# ---- design 1 ----
--- src/rtl/fft_frame_sequencer_pkg.sv ---
// fft_seq_pkg: shared types and constants for the FFT frame sequencer.
// Holds the FSM state encoding, the status word bit map and reset constants.
package fft_seq_pkg;

    typedef enum logic [2:0] {
        ST_IDLE      = 3'd0,
        ST_WAIT_LOCK = 3'd1,
        ST_CONFIG    = 3'd2,
        ST_ARM       = 3'd3,
        ST_STREAM    = 3'd4,
        ST_DRAIN     = 3'd5
    } seq_state_e;

    // Status word bit positions
    localparam int STAT_STATE_LSB = 0;
    localparam int STAT_STATE_MSB = 2;
    localparam int STAT_BUSY_BIT  = 3;
    localparam int STAT_TMO_BIT   = 4;
    localparam int STAT_FD_LSB    = 16;
    localparam int STAT_FD_MSB    = 31;

    // Reset values
    localparam seq_state_e STATE_RST = ST_IDLE;
    localparam logic [7:0] CFG_RST   = 8'h00;

    // Assemble the 32-bit status word; unused bits stay zero
    function automatic logic [31:0] pack_status(input seq_state_e st,
                                                input logic       busy,
                                                input logic       err,
                                                input logic [15:0] frames);
        logic [31:0] s;
        s = 32'h0000_0000;
        s[STAT_STATE_MSB:STAT_STATE_LSB] = st;
        s[STAT_BUSY_BIT]                 = busy;
        s[STAT_TMO_BIT]                  = err;
        s[STAT_FD_MSB:STAT_FD_LSB]       = frames;
        return s;
    endfunction

endpackage

--- src/rtl/fft_frame_sequencer_if.sv ---
// Control / handshake bundle between the FFT frame sequencer and its
// surroundings. The sequencer uses the master modport, the environment
// (host, FIFOs, FFT core) uses the slave modport.
interface fft_frame_sequencer_if #(
    parameter int unsigned FRAME_CNT_W = 16
);
    logic                   start;
    logic                   abort;
    logic [FRAME_CNT_W-1:0] num_frames;
    logic [7:0]             cfg_word;
    logic                   locked;
    logic                   fft_tx_fifo_prog_empty;
    logic                   fft_rx_fifo_prog_full;
    logic                   fft_cfg_tvalid;
    logic                   fft_cfg_tready;
    logic [7:0]             fft_cfg_tdata;
    logic                   stream_en;
    logic                   sample_beat;
    logic                   fft_s_tlast;
    logic                   frame_done;
    logic                   busy;
    logic                   done;
    logic                   err_timeout;
    logic [31:0]            status;

    modport master (
        input  start, abort, num_frames, cfg_word, locked,
               fft_tx_fifo_prog_empty, fft_rx_fifo_prog_full,
               fft_cfg_tready, sample_beat, frame_done,
        output fft_cfg_tvalid, fft_cfg_tdata, stream_en, fft_s_tlast,
               busy, done, err_timeout, status
    );

    modport slave (
        output start, abort, num_frames, cfg_word, locked,
               fft_tx_fifo_prog_empty, fft_rx_fifo_prog_full,
               fft_cfg_tready, sample_beat, frame_done,
        input  fft_cfg_tvalid, fft_cfg_tdata, stream_en, fft_s_tlast,
               busy, done, err_timeout, status
    );
endinterface

--- src/rtl/fft_frame_sequencer_timeout.sv ---
// fft_seq_timeout: loadable down-counter bounding time spent in a wait state.
// Only compiled when FFT_SEQ_TIMEOUT_EN is defined; otherwise the sequencer
// has no timer at all.
// o_expired is high in the CYCLES-th consecutive enabled cycle after a restart.
`ifdef FFT_SEQ_TIMEOUT_EN
module fft_seq_timeout #(
    parameter int unsigned CYCLES = 1000000
) (
    input  logic i_clk,
    input  logic i_reset,
    input  logic i_restart,
    input  logic i_enable,
    output logic o_expired
);
    localparam int unsigned      CNT_W    = (CYCLES > 1) ? $clog2(CYCLES) : 1;
    localparam logic [CNT_W-1:0] LOAD     = CNT_W'((CYCLES > 1) ? (CYCLES - 2) : 0);
    localparam logic             ONE_SHOT = (CYCLES <= 1);

    logic [CNT_W-1:0] r_cnt;

    // Reload on restart (first cycle of a state), then count down while enabled
    always_ff @(posedge i_clk) begin
        if (i_reset) begin
            r_cnt <= {CNT_W{1'b0}};
        end else if (i_restart) begin
            r_cnt <= LOAD;
        end else if (i_enable && (r_cnt != {CNT_W{1'b0}})) begin
            r_cnt <= r_cnt - CNT_W'(1);
        end else begin
            r_cnt <= r_cnt;
        end
    end

    assign o_expired = i_enable && (i_restart ? ONE_SHOT : (r_cnt == {CNT_W{1'b0}}));
endmodule
`endif

--- src/rtl/fft_frame_sequencer.sv ---
// fft_frame_sequencer: launches an FFT run, configures the core, releases
// sample frames when both FIFOs allow it and counts result frames back.
// Optional feature macro: FFT_SEQ_TIMEOUT_EN (bounded waits with err_timeout).
module fft_frame_sequencer
    import fft_seq_pkg::*;
#(
    parameter int unsigned FRAME_LEN      = 1024,
    parameter int unsigned FRAME_CNT_W    = 16,
    parameter int unsigned TIMEOUT_CYCLES = 1000000
) (
    input  logic                  ifft_clk,
    input  logic                  reset,
    fft_frame_sequencer_if.master bus
);
    localparam int unsigned      SMP_W    = $clog2(FRAME_LEN);
    localparam logic [SMP_W-1:0] SMP_LAST = SMP_W'(FRAME_LEN - 1);

    seq_state_e             r_state;
    logic [FRAME_CNT_W-1:0] r_num_frames;
    logic [7:0]             r_cfg;
    logic [SMP_W-1:0]       r_sample_cnt;
    logic [FRAME_CNT_W-1:0] r_issued;
    logic [FRAME_CNT_W:0]   r_outstanding;
    logic [FRAME_CNT_W-1:0] r_frames_done;
    logic                   r_err_timeout;
    logic                   r_stream_en;
    logic                   r_cfg_tvalid;
    logic                   r_done;
    logic [31:0]            r_status;

    logic                   w_frame_end;
    logic                   w_fd_accept;
    logic                   w_more_frames;
    logic                   w_tmo_expired;
    logic [FRAME_CNT_W:0]   w_issued_next;
    logic [15:0]            w_frames16;

    assign w_frame_end   = (r_state == ST_STREAM) && bus.sample_beat && (r_sample_cnt == SMP_LAST);
    // A result frame is only accepted if something is outstanding, or one is issued this same cycle
    assign w_fd_accept   = bus.frame_done && (r_state != ST_IDLE) &&
                           ((r_outstanding != {(FRAME_CNT_W+1){1'b0}}) || w_frame_end);
    assign w_issued_next = {1'b0, r_issued} + {{FRAME_CNT_W{1'b0}}, 1'b1};
    assign w_more_frames = (r_num_frames == {FRAME_CNT_W{1'b0}}) ||
                           (w_issued_next < {1'b0, r_num_frames});
    assign w_frames16    = 16'(r_frames_done);

`ifdef FFT_SEQ_TIMEOUT_EN
    seq_state_e r_state_d;
    logic       w_tmo_restart;
    logic       w_tmo_enable;

    // Previous state, so entry into any new state restarts the wait timer
    always_ff @(posedge ifft_clk) begin
        if (reset) begin
            r_state_d <= STATE_RST;
        end else begin
            r_state_d <= r_state;
        end
    end

    assign w_tmo_restart = (r_state != r_state_d);
    assign w_tmo_enable  = (r_state == ST_WAIT_LOCK) || (r_state == ST_CONFIG) ||
                           (r_state == ST_ARM)       || (r_state == ST_DRAIN);

    fft_seq_timeout #(.CYCLES(TIMEOUT_CYCLES)) u_timeout (
        .i_clk     (ifft_clk),
        .i_reset   (reset),
        .i_restart (w_tmo_restart),
        .i_enable  (w_tmo_enable),
        .o_expired (w_tmo_expired)
    );
`else
    assign w_tmo_expired = 1'b0;
`endif

    // Sequencer FSM with its counters and registered outputs
    always_ff @(posedge ifft_clk) begin
        if (reset) begin
            r_state       <= STATE_RST;
            r_num_frames  <= {FRAME_CNT_W{1'b0}};
            r_cfg         <= CFG_RST;
            r_sample_cnt  <= {SMP_W{1'b0}};
            r_issued      <= {FRAME_CNT_W{1'b0}};
            r_outstanding <= {(FRAME_CNT_W+1){1'b0}};
            r_frames_done <= {FRAME_CNT_W{1'b0}};
            r_err_timeout <= 1'b0;
            r_stream_en   <= 1'b0;
            r_cfg_tvalid  <= 1'b0;
            r_done        <= 1'b0;
            r_status      <= 32'h0000_0000;
        end else begin
            r_done       <= 1'b0;
            r_stream_en  <= 1'b0;
            r_cfg_tvalid <= 1'b0;
            r_status     <= pack_status(r_state, (r_state != ST_IDLE), r_err_timeout, w_frames16);

            // Result-frame bookkeeping runs in every active state
            if (r_state != ST_IDLE) begin
                if (w_frame_end && !w_fd_accept) begin
                    r_outstanding <= r_outstanding + {{FRAME_CNT_W{1'b0}}, 1'b1};
                end else if (w_fd_accept && !w_frame_end) begin
                    r_outstanding <= r_outstanding - {{FRAME_CNT_W{1'b0}}, 1'b1};
                end else begin
                    r_outstanding <= r_outstanding;
                end
                if (w_fd_accept && (r_frames_done != {FRAME_CNT_W{1'b1}})) begin
                    r_frames_done <= r_frames_done + {{(FRAME_CNT_W-1){1'b0}}, 1'b1};
                end
            end

            case (r_state)
                ST_IDLE: begin
                    if (bus.start && !bus.abort) begin
                        r_num_frames  <= bus.num_frames;
                        r_cfg         <= bus.cfg_word;
                        r_frames_done <= {FRAME_CNT_W{1'b0}};
                        r_issued      <= {FRAME_CNT_W{1'b0}};
                        r_outstanding <= {(FRAME_CNT_W+1){1'b0}};
                        r_err_timeout <= 1'b0;
                        r_state       <= ST_WAIT_LOCK;
                    end
                end
                ST_WAIT_LOCK: begin
                    if (bus.locked) begin
                        r_cfg_tvalid <= 1'b1;
                        r_state      <= ST_CONFIG;
                    end else if (w_tmo_expired) begin
                        r_err_timeout <= 1'b1;
                        r_state       <= ST_IDLE;
                    end
                end
                ST_CONFIG: begin
                    if (bus.fft_cfg_tready) begin
                        r_state <= ST_ARM;
                    end else if (w_tmo_expired) begin
                        r_err_timeout <= 1'b1;
                        r_state       <= ST_IDLE;
                    end else begin
                        r_cfg_tvalid <= 1'b1;
                    end
                end
                ST_ARM: begin
                    r_sample_cnt <= {SMP_W{1'b0}};
                    if (!bus.fft_tx_fifo_prog_empty && !bus.fft_rx_fifo_prog_full) begin
                        r_stream_en <= 1'b1;
                        r_state     <= ST_STREAM;
                    end else if (w_tmo_expired) begin
                        r_err_timeout <= 1'b1;
                        r_state       <= ST_IDLE;
                    end
                end
                ST_STREAM: begin
                    if (w_frame_end) begin
                        r_sample_cnt <= {SMP_W{1'b0}};
                        r_issued     <= w_issued_next[FRAME_CNT_W-1:0];
                        r_state      <= w_more_frames ? ST_ARM : ST_DRAIN;
                    end else begin
                        r_stream_en <= 1'b1;
                        if (bus.sample_beat) begin
                            r_sample_cnt <= r_sample_cnt + SMP_W'(1);
                        end
                    end
                end
                ST_DRAIN: begin
                    if (r_outstanding == {(FRAME_CNT_W+1){1'b0}}) begin
                        r_done  <= 1'b1;
                        r_state <= ST_IDLE;
                    end else if (w_tmo_expired) begin
                        r_err_timeout <= 1'b1;
                        r_state       <= ST_IDLE;
                    end
                end
                default: begin
                    r_state <= ST_IDLE;
                end
            endcase

            // Abort wins over every transition above; tvalid may drop mid-handshake
            if (bus.abort && (r_state != ST_IDLE)) begin
                r_state      <= ST_IDLE;
                r_stream_en  <= 1'b0;
                r_cfg_tvalid <= 1'b0;
                r_done       <= 1'b0;
            end
        end
    end

    assign bus.fft_cfg_tvalid = r_cfg_tvalid;
    assign bus.fft_cfg_tdata  = r_cfg;
    assign bus.stream_en      = r_stream_en;
    assign bus.fft_s_tlast    = (r_state == ST_STREAM) && (r_sample_cnt == SMP_LAST);
    assign bus.busy           = (r_state != ST_IDLE);
    assign bus.done           = r_done;
    assign bus.err_timeout    = r_err_timeout;
    assign bus.status         = r_status;
endmodule

--- src/flat_wrapper.sv ---
// flat-port wrapper written by rule: the top's interface ports become plain ports
module fft_frame_sequencer_flat import fft_seq_pkg::*;
#(
    parameter int unsigned FRAME_LEN      = 1024,
    parameter int unsigned FRAME_CNT_W    = 16,
    parameter int unsigned TIMEOUT_CYCLES = 1000000
)
  (ifft_clk, reset, bus_start, bus_abort, bus_num_frames, bus_cfg_word, bus_locked, bus_fft_tx_fifo_prog_empty, bus_fft_rx_fifo_prog_full, bus_fft_cfg_tready, bus_sample_beat, bus_frame_done, bus_fft_cfg_tvalid, bus_fft_cfg_tdata, bus_stream_en, bus_fft_s_tlast, bus_busy, bus_done, bus_err_timeout, bus_status);
  fft_frame_sequencer_if #(.FRAME_CNT_W(FRAME_CNT_W)) bus_i ();
  input  logic ifft_clk;
  input  logic reset;
  input wire logic [$bits(bus_i.start)-1:0] bus_start;
  input wire logic [$bits(bus_i.abort)-1:0] bus_abort;
  input wire logic [$bits(bus_i.num_frames)-1:0] bus_num_frames;
  input wire logic [$bits(bus_i.cfg_word)-1:0] bus_cfg_word;
  input wire logic [$bits(bus_i.locked)-1:0] bus_locked;
  input wire logic [$bits(bus_i.fft_tx_fifo_prog_empty)-1:0] bus_fft_tx_fifo_prog_empty;
  input wire logic [$bits(bus_i.fft_rx_fifo_prog_full)-1:0] bus_fft_rx_fifo_prog_full;
  input wire logic [$bits(bus_i.fft_cfg_tready)-1:0] bus_fft_cfg_tready;
  input wire logic [$bits(bus_i.sample_beat)-1:0] bus_sample_beat;
  input wire logic [$bits(bus_i.frame_done)-1:0] bus_frame_done;
  output wire logic [$bits(bus_i.fft_cfg_tvalid)-1:0] bus_fft_cfg_tvalid;
  output wire logic [$bits(bus_i.fft_cfg_tdata)-1:0] bus_fft_cfg_tdata;
  output wire logic [$bits(bus_i.stream_en)-1:0] bus_stream_en;
  output wire logic [$bits(bus_i.fft_s_tlast)-1:0] bus_fft_s_tlast;
  output wire logic [$bits(bus_i.busy)-1:0] bus_busy;
  output wire logic [$bits(bus_i.done)-1:0] bus_done;
  output wire logic [$bits(bus_i.err_timeout)-1:0] bus_err_timeout;
  output wire logic [$bits(bus_i.status)-1:0] bus_status;
  assign bus_i.start = bus_start;
  assign bus_i.abort = bus_abort;
  assign bus_i.num_frames = bus_num_frames;
  assign bus_i.cfg_word = bus_cfg_word;
  assign bus_i.locked = bus_locked;
  assign bus_i.fft_tx_fifo_prog_empty = bus_fft_tx_fifo_prog_empty;
  assign bus_i.fft_rx_fifo_prog_full = bus_fft_rx_fifo_prog_full;
  assign bus_i.fft_cfg_tready = bus_fft_cfg_tready;
  assign bus_i.sample_beat = bus_sample_beat;
  assign bus_i.frame_done = bus_frame_done;
  assign bus_fft_cfg_tvalid = bus_i.fft_cfg_tvalid;
  assign bus_fft_cfg_tdata = bus_i.fft_cfg_tdata;
  assign bus_stream_en = bus_i.stream_en;
  assign bus_fft_s_tlast = bus_i.fft_s_tlast;
  assign bus_busy = bus_i.busy;
  assign bus_done = bus_i.done;
  assign bus_err_timeout = bus_i.err_timeout;
  assign bus_status = bus_i.status;
  fft_frame_sequencer #(.FRAME_LEN(FRAME_LEN), .FRAME_CNT_W(FRAME_CNT_W), .TIMEOUT_CYCLES(TIMEOUT_CYCLES)) u_core (.ifft_clk(ifft_clk), .reset(reset), .bus(bus_i));
endmodule
--- config.mk ---
export PLATFORM = sky130hd
export DESIGN_NAME = fft_frame_sequencer_flat
export DESIGN_NICKNAME = d
export VERILOG_FILES = /design/src/rtl/fft_frame_sequencer_pkg.sv /design/src/rtl/fft_frame_sequencer_if.sv /design/src/rtl/fft_frame_sequencer_timeout.sv /design/src/rtl/fft_frame_sequencer.sv /design/src/flat_wrapper.sv
export SDC_FILE = /design/constraint.sdc
export NUM_CORES = 1
export LEC_CHECK = 0
export CORE_ASPECT_RATIO = 0.8
export CORE_MARGIN = 8
export CORE_UTILIZATION = 50
export DETAILED_ROUTE_END_ITERATION = 8
export GPL_ROUTABILITY_DRIVEN = 0
export GPL_TIMING_DRIVEN = 0
export PLACE_DENSITY = 0.74
export SLEW_MARGIN = 20
export SYNTH_ARGS = -nofsm -noshare
export SYNTH_HDL_FRONTEND = slang
export SYNTH_SLANG_ARGS = --single-unit
--- constraint.sdc ---
create_clock -name ifft_clk -period 3.9 [get_ports ifft_clk]
set_input_delay 0.39 -clock ifft_clk [delete_from_list [all_inputs] [get_ports ifft_clk]]
set_output_delay 0.39 -clock ifft_clk [all_outputs]
set_load 0.03 [all_outputs]
# ---- design 2 ----
`src/rtl/uart_tx_fifo.sv`:
```
// uart_tx_fifo: FIFO-buffered UART transmitter, single clock domain.
// Bit timing comes from a baud counter, not a derived clock. Frames from the
// write FIFO are sent back-to-back with no idle gap between them.
// Ports:
//   clk        system clock, rising edge
//   rst_n      asynchronous active-low reset
//   din        word to transmit, sampled on an accepted write
//   wen        write strobe, accepted only while ready=1
//   ready      FIFO has room (combinational from the registered count)
//   busy       a frame is on the line (start bit through last stop bit)
//   fifo_count words buffered, excluding the frame in flight
//   tx_out     registered serial line, idle high
module uart_tx_fifo #(
    parameter int unsigned CLKS_PER_BIT = 1085,
    parameter int unsigned DATA_BITS    = 8,
    parameter int unsigned PARITY       = 0,
    parameter int unsigned STOP_BITS    = 1,
    parameter int unsigned FIFO_DEPTH   = 4
) (
    input  logic                          clk,
    input  logic                          rst_n,
    input  logic [DATA_BITS-1:0]          din,
    input  logic                          wen,
    output logic                          ready,
    output logic                          busy,
    output logic [$clog2(FIFO_DEPTH):0]   fifo_count,
    output logic                          tx_out
);

    localparam int unsigned PTR_W  = $clog2(FIFO_DEPTH);
    localparam int unsigned CNT_W  = PTR_W + 1;
    localparam int unsigned BAUD_W = $clog2(CLKS_PER_BIT);
    localparam int unsigned BIT_W  = 4;

    // Elaboration-time parameter legality
    if (CLKS_PER_BIT < 2) begin : g_bad_cpb
        $error("uart_tx_fifo: CLKS_PER_BIT must be >= 2");
    end
    if (DATA_BITS < 5 || DATA_BITS > 9) begin : g_bad_data_bits
        $error("uart_tx_fifo: DATA_BITS must be 5..9");
    end
    if (PARITY > 2) begin : g_bad_parity
        $error("uart_tx_fifo: PARITY must be 0, 1 or 2");
    end
    if (STOP_BITS < 1 || STOP_BITS > 2) begin : g_bad_stop_bits
        $error("uart_tx_fifo: STOP_BITS must be 1 or 2");
    end
    if (FIFO_DEPTH < 2 || (FIFO_DEPTH & (FIFO_DEPTH - 1)) != 0) begin : g_bad_depth
        $error("uart_tx_fifo: FIFO_DEPTH must be a power of two >= 2");
    end

    typedef enum logic [2:0] {
        S_IDLE,
        S_START,
        S_DATA,
        S_PAR,
        S_STOP
    } state_t;

    state_t                 r_state;
    logic [BAUD_W-1:0]      r_baud;
    logic [BIT_W-1:0]       r_bit;
    logic [DATA_BITS-1:0]   r_shift;
    logic                   r_par;
    logic                   r_busy;
    logic                   r_tx;
    logic [CNT_W-1:0]       r_count;
    logic [PTR_W-1:0]       r_wr_ptr;
    logic [PTR_W-1:0]       r_rd_ptr;
    logic [DATA_BITS-1:0]   r_mem [FIFO_DEPTH];

    logic                   w_push;
    logic                   w_pop;
    logic                   w_baud_end;
    logic                   w_stop_end;
    logic [DATA_BITS-1:0]   w_head;
    logic                   w_head_par;

    assign ready      = (r_count != CNT_W'(FIFO_DEPTH));
    assign busy       = r_busy;
    assign fifo_count = r_count;
    assign tx_out     = r_tx;

    // Pop happens when idle with data, or on the last cycle of the last stop bit
    always_comb begin
        w_push     = wen & ready;
        w_baud_end = (r_baud == BAUD_W'(CLKS_PER_BIT - 1));
        w_stop_end = (r_state == S_STOP) && w_baud_end && (r_bit == BIT_W'(STOP_BITS - 1));
        w_pop      = (r_count != '0) && ((r_state == S_IDLE) || w_stop_end);
        w_head     = r_mem[r_rd_ptr];
        // Odd parity inverts the XOR so the total count of ones comes out odd
        w_head_par = (PARITY == 1) ? ~(^w_head) : (^w_head);
    end

    // FIFO storage; flushed by pointer reset only
    always_ff @(posedge clk) begin
        if (w_push) begin
            r_mem[r_wr_ptr] <= din;
        end
    end

    // FIFO pointers and occupancy
    always_ff @(posedge clk or negedge rst_n) begin
        if (!rst_n) begin
            r_wr_ptr <= '0;
            r_rd_ptr <= '0;
            r_count  <= '0;
        end else begin
            if (w_push) begin
                r_wr_ptr <= r_wr_ptr + PTR_W'(1);
            end
            if (w_pop) begin
                r_rd_ptr <= r_rd_ptr + PTR_W'(1);
            end
            case ({w_push, w_pop})
                2'b10:   r_count <= r_count + CNT_W'(1);
                2'b01:   r_count <= r_count - CNT_W'(1);
                default: r_count <= r_count;
            endcase
        end
    end

    // Frame sequencer with registered line, busy and counters
    always_ff @(posedge clk or negedge rst_n) begin
        if (!rst_n) begin
            r_state <= S_IDLE;
            r_baud  <= '0;
            r_bit   <= '0;
            r_shift <= '0;
            r_par   <= 1'b0;
            r_busy  <= 1'b0;
            r_tx    <= 1'b1;
        end else begin
            case (r_state)
                S_IDLE: begin
                    r_tx   <= 1'b1;
                    r_busy <= 1'b0;
                    if (w_pop) begin
                        r_shift <= w_head;
                        r_par   <= w_head_par;
                        r_state <= S_START;
                        r_tx    <= 1'b0;
                        r_busy  <= 1'b1;
                        r_baud  <= '0;
                        r_bit   <= '0;
                    end
                end

                S_START: begin
                    if (w_baud_end) begin
                        r_baud  <= '0;
                        r_bit   <= '0;
                        r_state <= S_DATA;
                        r_tx    <= r_shift[0];
                        r_shift <= r_shift >> 1;
                    end else begin
                        r_baud <= r_baud + BAUD_W'(1);
                    end
                end

                S_DATA: begin
                    if (w_baud_end) begin
                        r_baud <= '0;
                        if (r_bit == BIT_W'(DATA_BITS - 1)) begin
                            r_bit <= '0;
                            if (PARITY != 0) begin
                                r_state <= S_PAR;
                                r_tx    <= r_par;
                            end else begin
                                r_state <= S_STOP;
                                r_tx    <= 1'b1;
                            end
                        end else begin
                            r_bit   <= r_bit + BIT_W'(1);
                            r_tx    <= r_shift[0];
                            r_shift <= r_shift >> 1;
                        end
                    end else begin
                        r_baud <= r_baud + BAUD_W'(1);
                    end
                end

                S_PAR: begin
                    if (w_baud_end) begin
                        r_baud  <= '0;
                        r_bit   <= '0;
                        r_state <= S_STOP;
                        r_tx    <= 1'b1;
                    end else begin
                        r_baud <= r_baud + BAUD_W'(1);
                    end
                end

                S_STOP: begin
                    if (w_baud_end) begin
                        r_baud <= '0;
                        if (w_stop_end) begin
                            r_bit <= '0;
                            // Chain straight into the next start bit when data is waiting
                            if (w_pop) begin
                                r_shift <= w_head;
                                r_par   <= w_head_par;
                                r_state <= S_START;
                                r_tx    <= 1'b0;
                                r_busy  <= 1'b1;
                            end else begin
                                r_state <= S_IDLE;
                                r_tx    <= 1'b1;
                                r_busy  <= 1'b0;
                            end
                        end else begin
                            r_bit <= r_bit + BIT_W'(1);
                        end
                    end else begin
                        r_baud <= r_baud + BAUD_W'(1);
                    end
                end

                default: begin
                    r_state <= S_IDLE;
                    r_tx    <= 1'b1;
                    r_busy  <= 1'b0;
                end
            endcase
        end
    end

endmodule

```
`config.mk`:
```
export PLATFORM = sky130hd
export DESIGN_NAME = uart_tx_fifo
export DESIGN_NICKNAME = d
export VERILOG_FILES = /design/src/rtl/uart_tx_fifo.sv
export SDC_FILE = /design/constraint.sdc
export NUM_CORES = 1
export LEC_CHECK = 0
export CAP_MARGIN = 0
export CORE_ASPECT_RATIO = 1.5
export CORE_MARGIN = 3
export CORE_UTILIZATION = 50
export CTS_BUF_LIST = sky130_fd_sc_hd__clkbuf_4
export DETAILED_ROUTE_END_ITERATION = 6
export PLACE_DENSITY = 0.8
export RECOVER_POWER = 25
export SYNTH_ARGS = -nofsm -noshare
export SYNTH_HDL_FRONTEND = slang
export SYNTH_SLANG_ARGS = --single-unit
```
`constraint.sdc`:
```
create_clock -name clk -period 3.25 [get_ports clk]
set_input_delay 0.65 -clock clk [delete_from_list [all_inputs] [get_ports clk]]
set_output_delay 0.65 -clock clk [all_outputs]
set_load 0.03 [all_outputs]
```
# ---- design 3 ----
==> src/rtl/reg_dump_unit_pkg.sv <==
// Shared types and constants for the register dump unit.
package reg_dump_unit_pkg;

  localparam int unsigned BYTES_PER_WORD = 4;
  localparam int unsigned REG_ADDR_W     = 5;
  localparam int unsigned DATA_W         = 32;
  localparam int unsigned BYTE_W         = 8;
  localparam int unsigned CNT_W          = 2;

  localparam logic [CNT_W-1:0] LAST_BYTE_IDX = CNT_W'(BYTES_PER_WORD - 1);

  typedef enum logic [1:0] {
    ST_IDLE = 2'd0,
    ST_LOAD = 2'd1,
    ST_SEND = 2'd2,
    ST_DONE = 2'd3
  } state_t;

endpackage

==> src/rtl/reg_dump_unit_if.sv <==
// Valid/ready byte stream between the dump unit and its sink.
interface reg_dump_unit_if;
  import reg_dump_unit_pkg::*;

  logic [BYTE_W-1:0] out_data;
  logic              out_valid;
  logic              out_ready;

  modport master (output out_data, output out_valid, input out_ready);
  modport slave  (input out_data, input out_valid, output out_ready);

endinterface

==> src/rtl/reg_dump_unit_word_byte_serializer.sv <==
// Parallel-load 32-bit word, emitted MSB byte first over valid/ready.
module word_byte_serializer
  import reg_dump_unit_pkg::*;
(
  input  logic              clk_i,
  input  logic              rst_i,
  input  logic              load_i,
  input  logic [DATA_W-1:0] word_i,
  input  logic              clear_i,
  input  logic              send_i,
  input  logic              ready_i,
  output logic [BYTE_W-1:0] byte_o,
  output logic              valid_o,
  output logic              last_byte_accepted_o
);

  logic [DATA_W-1:0] shift_q, shift_d;
  logic [CNT_W-1:0]  cnt_q, cnt_d;
  logic              fire;

  assign valid_o              = send_i;
  assign byte_o               = shift_q[DATA_W-1 -: BYTE_W];
  assign fire                 = send_i & ready_i;
  assign last_byte_accepted_o = fire && (cnt_q == LAST_BYTE_IDX);

  // Shift register and byte counter state.
  always_ff @(posedge clk_i or posedge rst_i) begin
    if (rst_i) begin
      shift_q <= '0;
      cnt_q   <= '0;
    end else begin
      shift_q <= shift_d;
      cnt_q   <= cnt_d;
    end
  end

  // Load wins; a cancel still lets an in-flight handshake shift out its byte.
  always_comb begin
    shift_d = shift_q;
    cnt_d   = cnt_q;
    if (load_i) begin
      shift_d = word_i;
      cnt_d   = '0;
    end else begin
      if (fire) begin
        shift_d = shift_q << BYTE_W;
        cnt_d   = cnt_q + CNT_W'(1);
      end
      if (clear_i) begin
        cnt_d = '0;
      end
    end
  end

endmodule

==> src/rtl/reg_dump_unit.sv <==
// Walks registers FIRST_REG..LAST_REG and streams each word as four bytes.
module reg_dump_unit
  import reg_dump_unit_pkg::*;
#(
  parameter int unsigned FIRST_REG = 0,
  parameter int unsigned LAST_REG  = 31
) (
  input  logic                  clock,
  input  logic                  reset,
  input  logic                  start,
  input  logic                  abort,
  output logic [REG_ADDR_W-1:0] rd_addr,
  input  logic [DATA_W-1:0]     rd_data,
  output logic                  busy,
  output logic                  done,
  reg_dump_unit_if.master       out_if
);

  localparam logic [REG_ADDR_W-1:0] FIRST_IDX = REG_ADDR_W'(FIRST_REG);
  localparam logic [REG_ADDR_W-1:0] LAST_IDX  = REG_ADDR_W'(LAST_REG);

  state_t                  state_q, state_d;
  logic [REG_ADDR_W-1:0]   index_q, index_d;
  logic                    load_word;
  logic                    send_en;
  logic                    last_acc;

  assign rd_addr = index_q;

  word_byte_serializer u_ser (
    .clk_i                (clock),
    .rst_i                (reset),
    .load_i               (load_word),
    .word_i               (rd_data),
    .clear_i              (abort & busy),
    .send_i               (send_en),
    .ready_i              (out_if.out_ready),
    .byte_o               (out_if.out_data),
    .valid_o              (out_if.out_valid),
    .last_byte_accepted_o (last_acc)
  );

  // State and register index.
  always_ff @(posedge clock or posedge reset) begin
    if (reset) begin
      state_q <= ST_IDLE;
      index_q <= FIRST_IDX;
    end else begin
      state_q <= state_d;
      index_q <= index_d;
    end
  end

  // Next state, index advance and control strobes.
  always_comb begin
    state_d   = state_q;
    index_d   = index_q;
    load_word = 1'b0;
    send_en   = 1'b0;
    busy      = 1'b0;
    done      = 1'b0;
    unique case (state_q)
      ST_IDLE: begin
        if (start) begin
          state_d = ST_LOAD;
          index_d = FIRST_IDX;
        end
      end
      ST_LOAD: begin
        busy = 1'b1;
        if (abort) begin
          state_d = ST_IDLE;
        end else begin
          load_word = 1'b1;
          state_d   = ST_SEND;
        end
      end
      ST_SEND: begin
        busy    = 1'b1;
        send_en = 1'b1;
        if (abort) begin
          state_d = ST_IDLE;
        end else if (last_acc) begin
          // Compare before incrementing so LAST_REG=31 never wraps to 0.
          if (index_q == LAST_IDX) begin
            state_d = ST_DONE;
          end else begin
            index_d = index_q + REG_ADDR_W'(1);
            state_d = ST_LOAD;
          end
        end
      end
      ST_DONE: begin
        done    = 1'b1;
        state_d = ST_IDLE;
      end
      default: state_d = ST_IDLE;
    endcase
  end

endmodule

==> src/flat_wrapper.sv <==
// flat-port wrapper written by rule: the top's interface ports become plain ports
module reg_dump_unit_flat import reg_dump_unit_pkg::*;
#(
  parameter int unsigned FIRST_REG = 0,
  parameter int unsigned LAST_REG  = 31
)
  (clock, reset, start, abort, rd_addr, rd_data, busy, done, out_if_out_data, out_if_out_valid, out_if_out_ready);
  reg_dump_unit_if out_if_i ();
  input  logic clock;
  input  logic reset;
  input  logic start;
  input  logic abort;
  output logic [REG_ADDR_W-1:0] rd_addr;
  input  logic [DATA_W-1:0] rd_data;
  output logic busy;
  output logic done;
  output wire logic [$bits(out_if_i.out_data)-1:0] out_if_out_data;
  output wire logic [$bits(out_if_i.out_valid)-1:0] out_if_out_valid;
  input wire logic [$bits(out_if_i.out_ready)-1:0] out_if_out_ready;
  assign out_if_out_data = out_if_i.out_data;
  assign out_if_out_valid = out_if_i.out_valid;
  assign out_if_i.out_ready = out_if_out_ready;
  reg_dump_unit #(.FIRST_REG(FIRST_REG), .LAST_REG(LAST_REG)) u_core (.clock(clock), .reset(reset), .start(start), .abort(abort), .rd_addr(rd_addr), .rd_data(rd_data), .busy(busy), .done(done), .out_if(out_if_i));
endmodule
==> config.mk <==
export PLATFORM = sky130hd
export DESIGN_NAME = reg_dump_unit_flat
export DESIGN_NICKNAME = d
export VERILOG_FILES = /design/src/rtl/reg_dump_unit_pkg.sv /design/src/rtl/reg_dump_unit_if.sv /design/src/rtl/reg_dump_unit_word_byte_serializer.sv /design/src/rtl/reg_dump_unit.sv /design/src/flat_wrapper.sv
export SDC_FILE = /design/constraint.sdc
export NUM_CORES = 1
export LEC_CHECK = 0
export CAP_MARGIN = 15
export CELL_PAD_IN_SITES_DETAIL_PLACEMENT = 0
export CELL_PAD_IN_SITES_GLOBAL_PLACEMENT = 1
export CORE_MARGIN = 4
export CORE_UTILIZATION = 38
export DETAILED_ROUTE_END_ITERATION = 6
export PLACE_DENSITY_LB_ADDON = 0.05
export SLEW_MARGIN = 20
export SYNTH_ARGS = -nofsm -noshare
export SYNTH_HDL_FRONTEND = slang
export SYNTH_SLANG_ARGS = --single-unit
==> constraint.sdc <==
create_clock -name clock -period 2.5 [get_ports clock]
set_input_delay 0.25 -clock clock [delete_from_list [all_inputs] [get_ports clock]]
set_output_delay 0.25 -clock clock [all_outputs]
set_load 0.03 [all_outputs]
Design 2, met3 routing:
Scale: 4 px per um. Cells faint in the background.
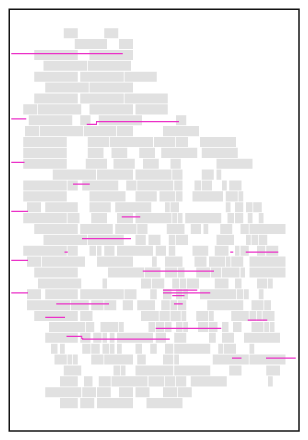
share of all routed wire: 3.5%
wire length on this layer: 213 um
nets with wire on the layer: 18
longest straight run: 27.6 um
main direction: horizontal

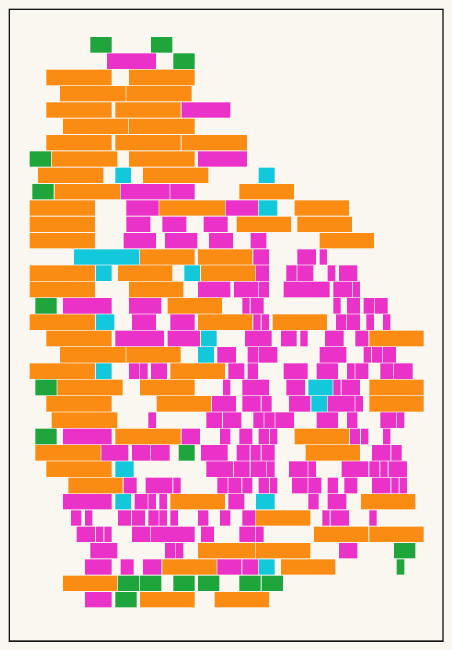
Design 2: cells colored by class
Scale: 6 px per um.
legend:
  clock drivers and dummy loads:
    color: cyan
    cells: 16
  sequential cells:
    color: orange
    cells: 67
  remaining logic cells:
    color: magenta
    cells: 171
  remaining buffers and delay cells:
    color: green
    cells: 18

==> COMMIT_EDITMSG, design 2 <==
Update PnR metrics after Yosys + OpenROAD run

* Detailed-placement wirelength estimate: 4120 um
- Buffers inserted during clock tree synthesis total 9.
- Dominant register cell: sky130_fd_sc_hd__dfrtp_1
- Origin of the critical flop-to-flop path: r_bit[0]
- Sequential cell power: 0.00134 W
- In the power breakdown, the biggest contributor is sequential cells.
* Width of the die: 72.1 um
* Routed met3 length: 212 um
- Most used routing layer in global routing: met2
- For this configuration, the core starts out at a cell density of 52.2%.
- Final hold slack: 491 ps
- Per the synthesis report, the simple-gate share of the synthesized area is 12.2%.
- Sequential cells burn 46.9% of the power.
- Counting cells, the worst reg-to-reg path comes to 11.
- Synth Warn #: 0
- Final weighted congestion in routability-driven placement: 0.819
- Final tally of max-slew violations: 36
- # clk buffers: 9
- Worst max-slew margin expressed relative to the limit: -26.3%
* Class of the tightest hold or removal check: register to register
- In the final routed layout, each cell accounts on average for 17.7 um.
- Highest net fanout along the worst path: 7
- Multiplexer share of the synthesized area: 11.8%
* Violations in the final reports: capacitance limit, slew limit
- Post-synthesis chip area from yosys: 0.00327 mm2
- Number of max-cap violations: 1
- Required time worst endpoint: 3600 ps
* Post-synthesis cell type count: 61
- Most frequent cell after synthesis: sky130_fd_sc_hd__dfrtp_1
- The total overflow left after global routing is 0.
- Number of antenna violations at the first check in global routing: 0
* Area-dominant cell class after layout: sequential cells
- Area growth from synthesis to layout: 11.0%
- Leaving out the clock tree, the finished layout contains an inverter count of 15.
- Type of the setup path with the least slack: register to register
- In the final layout, excluding clock buffers the buffer count is 18.
- The highest layer touched by signal routing is met4.
- The synthesized design contains 32 enable-type register cells.
- Per the post-route antenna check, the number of violating nets is 0.
* Seq share, synth: 56.2%
- Status: finished with violations
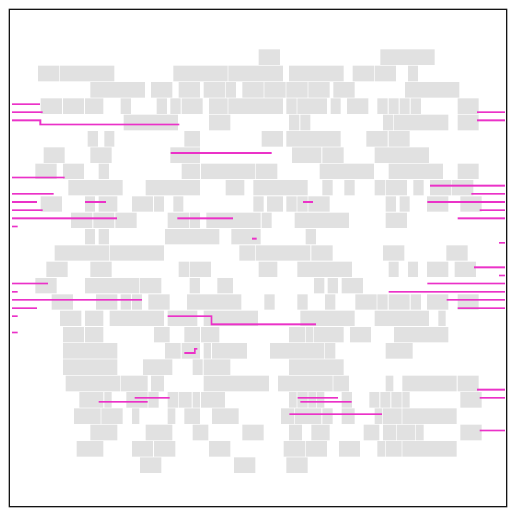
Design 3: met3 routing
Scale: 6 px per um. Cells faint in the background.
wire length on this layer: 332 um
longest straight run: 23.0 um

==> COMMIT_EDITMSG, design 3 <==
Update PnR metrics after Yosys + OpenROAD run

* Status: complete, no violations
- During synthesis, Yosys emitted a total of 0 warnings.
- Endpoints failing hold in the final report were tallied at 0.
- Total negative slack for setup checks: 0 ps
- Summed over all layers, the global routing overflow is 0.
* Sequential cell power: 0.00105 W
- Sequential cells placed in the final layout were counted as 41.
* Met2 usage: 23.0%
- The finished layout holds 313 standard cells, fillers aside.
- The post-synth register bit count is 41.
- Final hold slack: 367 ps
- The worst hold path belongs to the class input pin to async pin.
- Type of element launching the critical path: register
- Share of power burned in registers: 36.6%
- Post-CTS setup buffers: 0
- Post-synthesis cell area: 0.00212 mm2
- Number of logged tool warnings: 30
- Final non-clock buffer share: 20.7%
- Non-clock buffers in the final layout number 59.
* Seq share, synth: 48.4%
- Slowest cell on the critical path: sky130_fd_sc_hd__clkdlybuf4s50_1
* Most frequent cells in the layout: sky130_fd_sc_hd__clkdlybuf4s50_1 (52), sky130_fd_sc_hd__dfrtp_1 (41), sky130_fd_sc_hd__nand3_1 (29), sky130_fd_sc_hd__mux2i_1 (25), sky130_fd_sc_hd__o21ai_0 (23)
- The routed design has 4830 um of wire.
* Chip height: 82.7 um
* Largest Pwr Group: combinational cells
- Number of DRC violations after detailed routing: 0
* Area share, top type: 48.4%
- Max Clock Skew: 8.15 ps
- Power density relative to cell area: 1040 mW/mm2
- Width of the die: 82.7 um
* Biggest cell delay along the critical path: 680 ps
- Looking at the global route congestion table, the highest-usage layer is met2.
- Cell leakage power: 1.17 nW
- After the last flow step, the layout net total stands at 287.
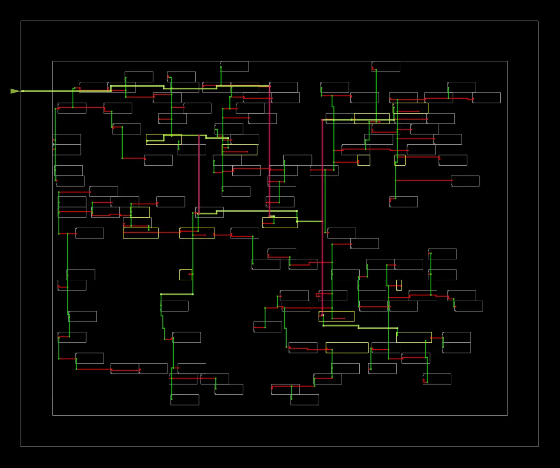
Design 1: clock nets
insertion delay at the late pin of the worst-skew pair: 350 ps
clock network power: 0.000929 W

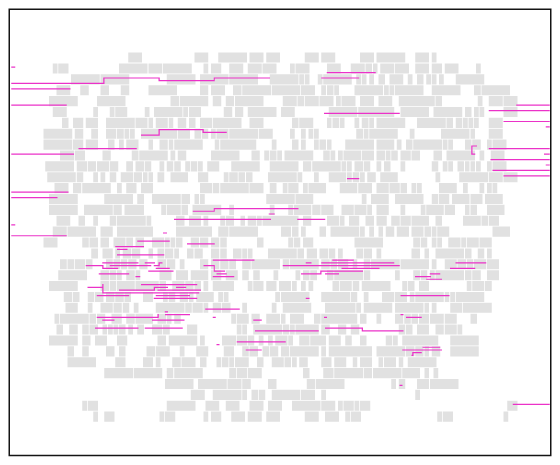
Design 1: met3 routing
Scale: 4 px per um. Cells faint in the background.
wire length on this layer: 851 um
nets with wire on the layer: 80
main direction: horizontal
share of all routed wire: 5.8%

==> COMMIT_EDITMSG, design 1 <==
Update PnR metrics after Yosys + OpenROAD run

- Instance area at placement: 0.00655 mm2
- Type of element launching the critical path: register
- Final tally of max-slew violations: 0
* Required time worst endpoint: 4150 ps
- The commonest register cell is sky130_fd_sc_hd__dfxtp_1.
* Via count: 5321
* Setup Slack @ Placement: 412 ps
- Row generation in the floorplan step produced 34 rows.
- Counting endpoints that fail hold in the final report gives 0.
- During tapcell insertion the tool placed 144 well taps.
- Number of DRC violations after detailed routing: 0
* Highest net fanout along the worst path: 6
- For this run, the detailed router's first-pass iteration total came to 5.
- The routed design could run at a clock period as short as 3630 ps.
- Data on the critical path arrives at its endpoint at 3870 ps.
- The synthesized netlist devotes 5.57% of its cell area to XOR and XNOR gates.
- The highest supply drop recorded on VDD is 703 uV.
- Worst flop-to-flop path endpoint: u_core.r_state[1]
* Total number of cells along the worst setup path: 12
- Hold path endpoint: u_core.bus.fft_cfg_tdata[1]
- Per the breakdown, switching nets consume 42.1% of all power.
- All-layer global routing usage: 19.2%
* Logic pwr share: 47.6%
- Setup-failing EPs final: 0
- Per STA, the endpoint of the critical path is u_core.r_state[1].
* Multiplexer share of the synthesized area: 0.707%
- Power density relative to cell area: 630 mW/mm2
- Async SR Flop Fraction: 0%
* Fraction of layout cells with a size suffix above 1: 6.78%
* Status: complete, no violations
- Post-synthesis cell area: 0.00566 mm2
- Of the total synthesized cell area, the portion taken by AND-OR and OR-AND cells is 16.2%.
- # clk buffers: 11


==> notes/layouts.md <==
Pictures saved along the way, in no particular order.

Ports around the boundary.
panel A
Scale: 4 px per um. Pins as bars across the die edge, other pins in gray.
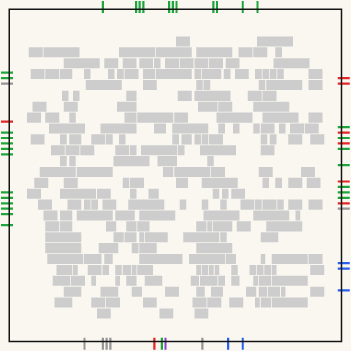
panel B
Scale: 3 px per um. Pins as bars across the die edge, other pins in gray.
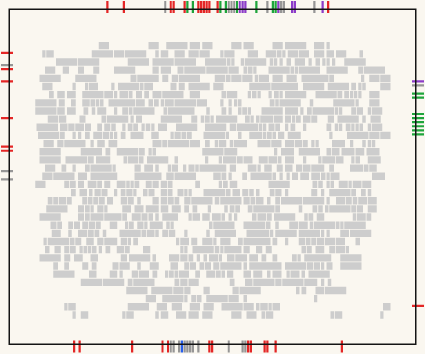
panel C
Scale: 4 px per um. Pins as bars across the die edge, other pins in gray.
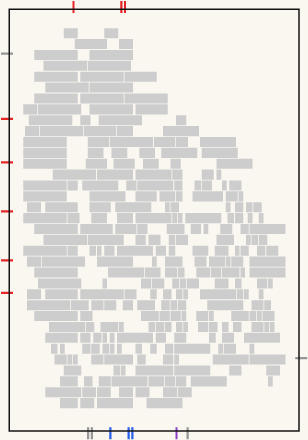
panel C -> design 2
panel A -> design 3
panel B -> design 1
The one with the largest die is panel B.
The one with the fewest pins is panel C.

Key to panel C:
legend:
  fifo_count:
    color: blue
    pins: 3
    direction: output
    edge: bottom
  tx_out:
    color: purple
    pins: 1
    direction: output
    edge: bottom
  din:
    color: red
    pins: 8
    direction: input
    edge: 5 left, 3 top
all pins by edge: 7 bottom, 6 left, 3 top, 1 right

Power is estimated from default activity; no workload was simulated.
